==================== bcd_seq_converter
--- src/rtl/bcd_seq_converter.sv ---
// rtl/bcd_seq_converter.sv - sequential double-dabble binary-to-BCD converter
// One iteration costs two cycles (ADJUST then SHIFT), so a WIDTH-bit operand takes 2*WIDTH cycles.
module bcd_seq_converter #(
   parameter int WIDTH  = 8,
   parameter int DIGITS = 3
) (
   input  logic                  clk,
   input  logic                  rst_n,
   input  logic                  start,
   input  logic [WIDTH-1:0]      bin,
   output logic                  busy,
   output logic                  done,
   output logic [4*DIGITS-1:0]   bcd
);

   localparam int CW = $clog2(WIDTH + 1);

   typedef enum logic [1:0] {
      IDLE   = 2'd0,
      ADJUST = 2'd1,
      SHIFT  = 2'd2,
      DONE   = 2'd3
   } state_t;

   state_t                state;
   logic [WIDTH-1:0]      bin_sr;
   logic [4*DIGITS-1:0]   scr;
   logic [4*DIGITS-1:0]   scr_adj;
   logic [4*DIGITS-1:0]   scr_shift;
   logic [CW-1:0]         cnt;

   // Each digit is corrected independently; carries never cross digit boundaries.
   always_comb begin
      scr_adj = scr;
      for (int k = 0; k < DIGITS; k++) begin
         if (scr[4*k +: 4] >= 4'd5) begin
            scr_adj[4*k +: 4] = scr[4*k +: 4] + 4'd3;
         end
      end
   end

   assign scr_shift = {scr[4*DIGITS-2:0], bin_sr[WIDTH-1]};

   always_ff @(posedge clk or negedge rst_n) begin
      if (!rst_n) begin
         state  <= IDLE;
         bin_sr <= '0;
         scr    <= '0;
         cnt    <= '0;
         busy   <= 1'b0;
         done   <= 1'b0;
         bcd    <= '0;
      end else begin
         case (state)
            IDLE: begin
               done <= 1'b0;
               if (start) begin
                  bin_sr <= bin;
                  scr    <= '0;
                  cnt    <= CW'(WIDTH);
                  busy   <= 1'b1;
                  state  <= ADJUST;
               end
            end
            ADJUST: begin
               scr   <= scr_adj;
               state <= SHIFT;
            end
            SHIFT: begin
               scr    <= scr_shift;
               bin_sr <= {bin_sr[WIDTH-2:0], 1'b0};
               cnt    <= cnt - CW'(1);
               if (cnt == CW'(1)) begin
                  bcd   <= scr_shift;
                  done  <= 1'b1;
                  state <= DONE;
               end else begin
                  state <= ADJUST;
               end
            end
            DONE: begin
               done  <= 1'b0;
               busy  <= 1'b0;
               state <= IDLE;
            end
            default: begin
               done  <= 1'b0;
               busy  <= 1'b0;
               state <= IDLE;
            end
         endcase
      end
   end

endmodule

--- config.mk ---
export PLATFORM = sky130hd
export DESIGN_NAME = bcd_seq_converter
export DESIGN_NICKNAME = d
export VERILOG_FILES = /design/src/rtl/bcd_seq_converter.sv
export SDC_FILE = /design/constraint.sdc
export NUM_CORES = 1
export LEC_CHECK = 0
export ABC_CLOCK_PERIOD_IN_PS = 4700
export CAP_MARGIN = 20
export CORE_MARGIN = 10
export CORE_UTILIZATION = 40
export CTS_CLUSTER_SIZE = 12
export DETAILED_ROUTE_END_ITERATION = 16
export GPL_TIMING_DRIVEN = 0
export SLEW_MARGIN = 0
export SYNTH_ARGS = -nofsm -noshare
export SYNTH_HDL_FRONTEND = slang
export SYNTH_SLANG_ARGS = --single-unit
--- constraint.sdc ---
create_clock -name clk -period 4.7 [get_ports clk]
set_input_delay 0.47 -clock clk [delete_from_list [all_inputs] [get_ports clk]]
set_output_delay 0.47 -clock clk [all_outputs]
set_load 0.03 [all_outputs]
==================== fp16_add_sequencer
===== src/rtl/fp16_pkg.sv =====
// Shared FP16 definitions: word type, field positions and the adder pipeline depth.
package fp16_pkg;

    typedef logic [15:0] fp16_t;

    localparam int unsigned SIGN_BIT = 15;
    localparam int unsigned EXP_MSB  = 14;
    localparam int unsigned EXP_LSB  = 10;
    localparam int unsigned MAN_W    = 10;

    localparam int unsigned FP16_ADD_LATENCY = 4;

    typedef struct packed {
        logic                       sign;
        logic [EXP_MSB-EXP_LSB:0]   exponent;
        logic [MAN_W-1:0]           mantissa;
    } fp16_fields_t;

    function automatic fp16_fields_t fp16_unpack(input fp16_t value);
        fp16_fields_t f;
        f.sign     = value[SIGN_BIT];
        f.exponent = value[EXP_MSB:EXP_LSB];
        f.mantissa = value[MAN_W-1:0];
        return f;
    endfunction

endpackage


===== src/rtl/fp16_result_fifo.sv =====
// Circular result buffer with fall-through head; storage is deliberately not reset.
module fp16_result_fifo
    import fp16_pkg::*;
#(
    parameter  int unsigned DEPTH = 8,
    localparam int unsigned AW    = $clog2(DEPTH)
)
(
    input  logic          clk,
    input  logic          rst,
    input  logic          i_push,
    input  fp16_t         i_push_data,
    input  logic          i_pop,
    output fp16_t         o_head,
    output logic          o_valid,
    output logic [AW:0]   o_count
);

    localparam logic [AW:0] L_FULL = (AW+1)'(DEPTH);

    fp16_t         r_mem [DEPTH];
    logic [AW-1:0] r_wr_ptr;
    logic [AW-1:0] r_rd_ptr;
    logic [AW:0]   r_count;
    logic          w_pop;

    // A pop request against an empty buffer is simply dropped.
    assign w_pop   = i_pop && (r_count != '0);
    assign o_valid = (r_count != '0);
    assign o_head  = r_mem[r_rd_ptr];
    assign o_count = r_count;

    always_ff @(posedge clk) begin
        if (i_push) begin
            r_mem[r_wr_ptr] <= i_push_data;
        end
    end

    always_ff @(posedge clk) begin
        if (rst) begin
            r_wr_ptr <= '0;
            r_rd_ptr <= '0;
            r_count  <= '0;
        end else begin
            if (i_push) begin
                r_wr_ptr <= r_wr_ptr + 1'b1;
            end
            if (w_pop) begin
                r_rd_ptr <= r_rd_ptr + 1'b1;
            end
            case ({i_push, w_pop})
                2'b10:   r_count <= r_count + 1'b1;
                2'b01:   r_count <= r_count - 1'b1;
                default: r_count <= r_count;
            endcase
        end
    end

    always_ff @(posedge clk) begin
        if (!rst && i_push) begin
            assert (r_count != L_FULL);
        end
    end

endmodule


===== src/rtl/fp16_add_sequencer.sv =====
// Valid/ready front end for the stall-free FP16 adder: credit gating, result tagging and capture.
module fp16_add_sequencer
    import fp16_pkg::*;
#(
    parameter  int unsigned ADD_LATENCY = FP16_ADD_LATENCY,
    parameter  int unsigned FIFO_DEPTH  = 8,
    localparam int unsigned CW          = $clog2(FIFO_DEPTH) + 1
)
(
    input  logic          clock_80,
    input  logic          reset_80,
    input  logic          in_valid,
    output logic          in_ready,
    input  fp16_t         in_a,
    input  fp16_t         in_b,
    output fp16_t         add_a_80,
    output fp16_t         add_b_80,
    input  fp16_t         add_sum_80,
    output logic          out_valid,
    input  logic          out_ready,
    output fp16_t         out_sum,
    output logic [CW-1:0] occupancy
);

    localparam logic [CW-1:0] L_DEPTH = CW'(FIFO_DEPTH);

    logic [ADD_LATENCY-1:0] r_vsr;
    logic [CW-1:0]          r_inflight;
    logic [CW-1:0]          w_fifo_count;
    logic [CW-1:0]          w_occ;
    logic                   w_issue;
    logic                   w_capture;
    logic                   w_fifo_valid;
    fp16_t                  w_fifo_head;

    // Every issued pair already owns a FIFO slot, so the adder can never outrun the buffer.
    assign w_occ     = r_inflight + w_fifo_count;
    assign in_ready  = (w_occ < L_DEPTH);
    assign occupancy = w_occ;

    assign w_issue   = in_valid && in_ready;
    assign add_a_80  = w_issue ? in_a : '0;
    assign add_b_80  = w_issue ? in_b : '0;

    assign w_capture = r_vsr[ADD_LATENCY-1];

    always_ff @(posedge clock_80) begin
        if (reset_80) begin
            r_vsr      <= '0;
            r_inflight <= '0;
        end else begin
            r_vsr[0] <= w_issue;
            for (int unsigned k = 1; k < ADD_LATENCY; k++) begin
                r_vsr[k] <= r_vsr[k-1];
            end
            case ({w_issue, w_capture})
                2'b10:   r_inflight <= r_inflight + 1'b1;
                2'b01:   r_inflight <= r_inflight - 1'b1;
                default: r_inflight <= r_inflight;
            endcase
        end
    end

    fp16_result_fifo #(
        .DEPTH (FIFO_DEPTH)
    ) u_result_fifo (
        .clk         (clock_80),
        .rst         (reset_80),
        .i_push      (w_capture),
        .i_push_data (add_sum_80),
        .i_pop       (out_ready),
        .o_head      (w_fifo_head),
        .o_valid     (w_fifo_valid),
        .o_count     (w_fifo_count)
    );

    assign out_valid = w_fifo_valid;
    assign out_sum   = w_fifo_head;

endmodule


===== config.mk =====
export PLATFORM = sky130hd
export DESIGN_NAME = fp16_add_sequencer
export DESIGN_NICKNAME = d
export VERILOG_FILES = /design/src/rtl/fp16_pkg.sv /design/src/rtl/fp16_result_fifo.sv /design/src/rtl/fp16_add_sequencer.sv
export SDC_FILE = /design/constraint.sdc
export NUM_CORES = 1
export LEC_CHECK = 0
export CORE_MARGIN = 2
export CORE_UTILIZATION = 25
export DETAILED_ROUTE_END_ITERATION = 10
export PLACE_DENSITY = 0.51
export SYNTH_ARGS = -nofsm -noshare
export SYNTH_HDL_FRONTEND = slang
export SYNTH_SLANG_ARGS = --single-unit

===== constraint.sdc =====
create_clock -name clock_80 -period 8.3 [get_ports clock_80]
set_input_delay 0.83 -clock clock_80 [delete_from_list [all_inputs] [get_ports clock_80]]
set_output_delay 0.83 -clock clock_80 [all_outputs]
set_load 0.02 [all_outputs]

**bcd_seq_converter: pin map**

(4 px per um) Pins as bars across the die edge, other pins in gray.
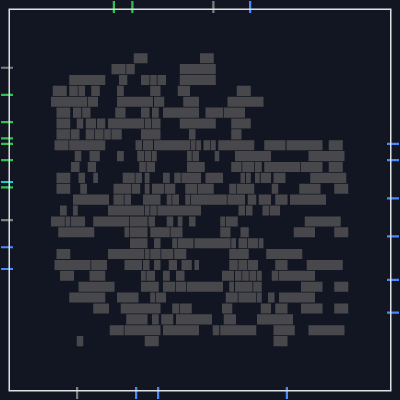
| color | port | pins | direction | edge |
|---|---|---|---|---|
| blue | bcd | 12 | output | 6 right, 3 bottom, 2 left, 1 top |
| cyan | start | 1 | input | left |
| green | bin | 8 | input | 6 left, 2 top |
die y size: 95.0 um
IO Port Bufs: 24
Die W: 95.0 um

==> reports/results.ini, bcd_seq_converter <==
[final_layout]
seq_area_frac=0.369
combGateArea_mm2=0.00112
n_all_buffers=38
largest_cell_class=combinational gates

[grt]
track_usage=0.116

[power]
seqPwrFrac=0.343
power_top_consumer=combinational cells
clockPowerShare=0.181

[clock_network]
post_cts_buffers=0
cts_buffers=5

[critical_path]
path_class=flop to flop
worstSetupEndpoint=scr[8]

[timing]
rsz0062_at_grt=no
drv_slew=0

[yosys]
simple_gate_area_frac=0.0984
synthFlopType=dfrtp_1

[placement]
dp_hpwl_um=3470

[run_status]
status=complete, no violations

[bcd_seq_converter: state kept, by name, summed over array words and instances (netlist names)]
name and cells:
bcd 12, scr 12, bin_sr 8, cnt 4
state 2, busy 1, done 1
[bcd_seq_converter: worst max-delay path, cell delays in order (launching register included)]
cell	delay [ns]
dfrtp_1	0.41
inv_1	0.10
ha_1	0.28
buf_2	0.21
clkinv_1	0.31
o41ai_1	0.46
[bcd_seq_converter: routing by layer]
layer	track usage	vias to the layer above	wire length (um)
met5	0	-	0
met4	0.0362	0	54
met3	0.0330	5	240
met2	0.174	30	2210
met1	0.156	827	2480
li1	-	859	-
**fp16_add_sequencer: signal wires by layer**

(1.5 px per um) Only two layers are drawn.
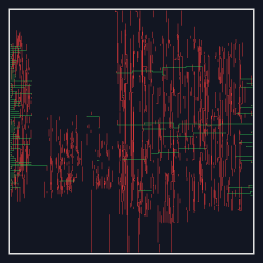
| color | layer | wire length |
|---|---|---|
| green | met3 | 755 um |
| red | met2 | 6,800 um |

**fp16_add_sequencer: port wiring**

(1.5 px per um)
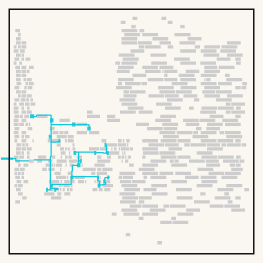
| color | port | bits | direction | end cells | buffers | wire |
|---|---|---|---|---|---|---|
| cyan | reset_80 | 1 | input | 20 | 1 | 244 um |

==> reports/results.ini, fp16_add_sequencer <==
[final_layout]
regMostFlops=u_result_fifo.r_mem
drive_gt1_frac=0.133
comb_area_share=0.226
area.sequential_mm2=0.00427
postLayoutCoreUtil=0.339
buf_share=0.133
synthToLayoutAreaGrowth_pct=32.6
final_common_cell=edfxtp_1
nMultiInputCombCells=170

[yosys]
top_area_frac=0.616
simple_gate_area_frac=0.0696
synth_cells=347
edf_count=128
yosys.area_share.adder=0.0285
numSynthFlops=149
synth_area_mm2=0.00624
ys_types=33

[hold_path]
min_delay_path_depth=1

[power]
internal-power_mw=1.34
combPwrFrac=0.082
swShare=0.221
fin_total_pwr_mw=1.72
power_top_consumer=sequential cells

[clock_network]
cts_buffer_depth=2
clockRootBuffer=clkbuf_16
clkSlewWorstSetupHoldPaths_ns=0.06
hold_buffers=0

[timing]
hold_viol_final=0
tightest_slew_ns=1.13
setup_violations=0
fin_crit_ns=3.94

[run_status]
status=complete, no violations

[die]
chipArea_mm2=0.0262
initial_core_util=0.256

[route]
ant_nets=0
route.detailed.drc=0

[grt]
grt_pass1_vias=3816
use_met3=0.0314

[placement]
placed_cells=764
place_area_mm2=0.00767
gp_congestion=0.794

[critical_path]
path_class=flop to output port
arrival_ns=3.11
critical_path.endpoint_type=output port
start_kind=flop

==> fp16_add_sequencer: how the worst max path moves through the flow <==
stage | endpoint | slack [ns] | depth (start not counted)
floorplan | r_inflight[3] | 5.38 | 12
global placement | add_b_80[3] | 4.81 | 3
detailed placement | add_b_80[3] | 4.74 | 3
CTS | add_b_80[3] | 4.34 | 6
global route | add_b_80[13] | 4.12 | 6
finish | add_b_80[3] | 4.36 | 6

==> layout pictures side by side <==
Cell outlines without signal wires.
(a)
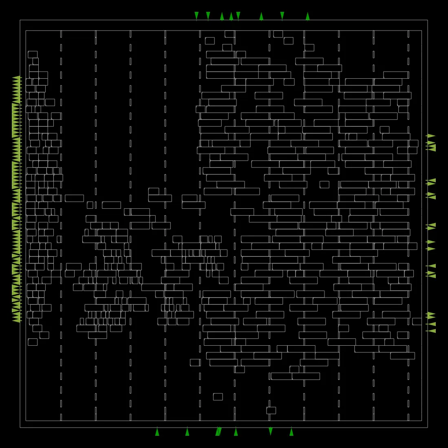
(b)
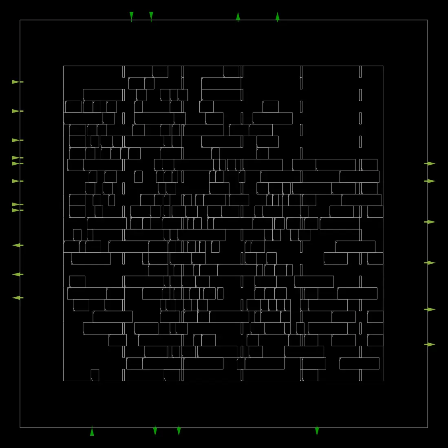
(b) comes from bcd_seq_converter.
(a) comes from fp16_add_sequencer.



## Gallery

Metal 2.
panel A
(3 px per um)
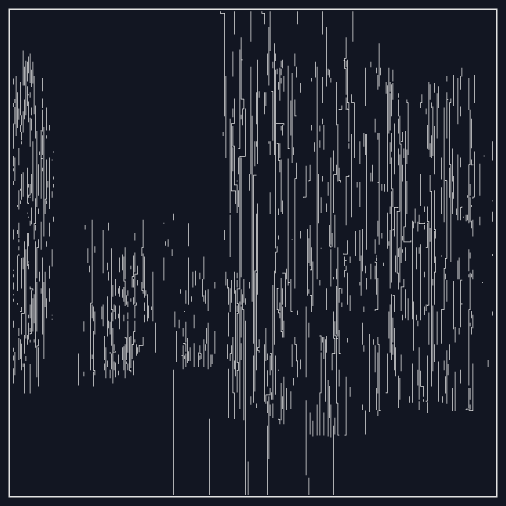
panel B
(4 px per um)
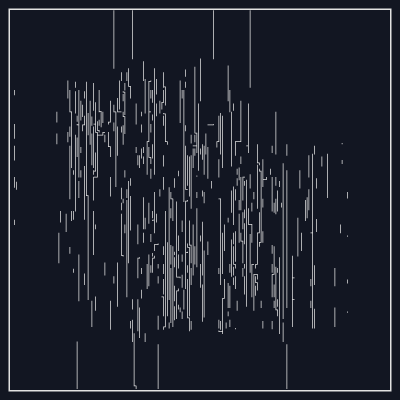
- bcd_seq_converter = panel B
- fp16_add_sequencer = panel A
The one with the largest die is panel A.

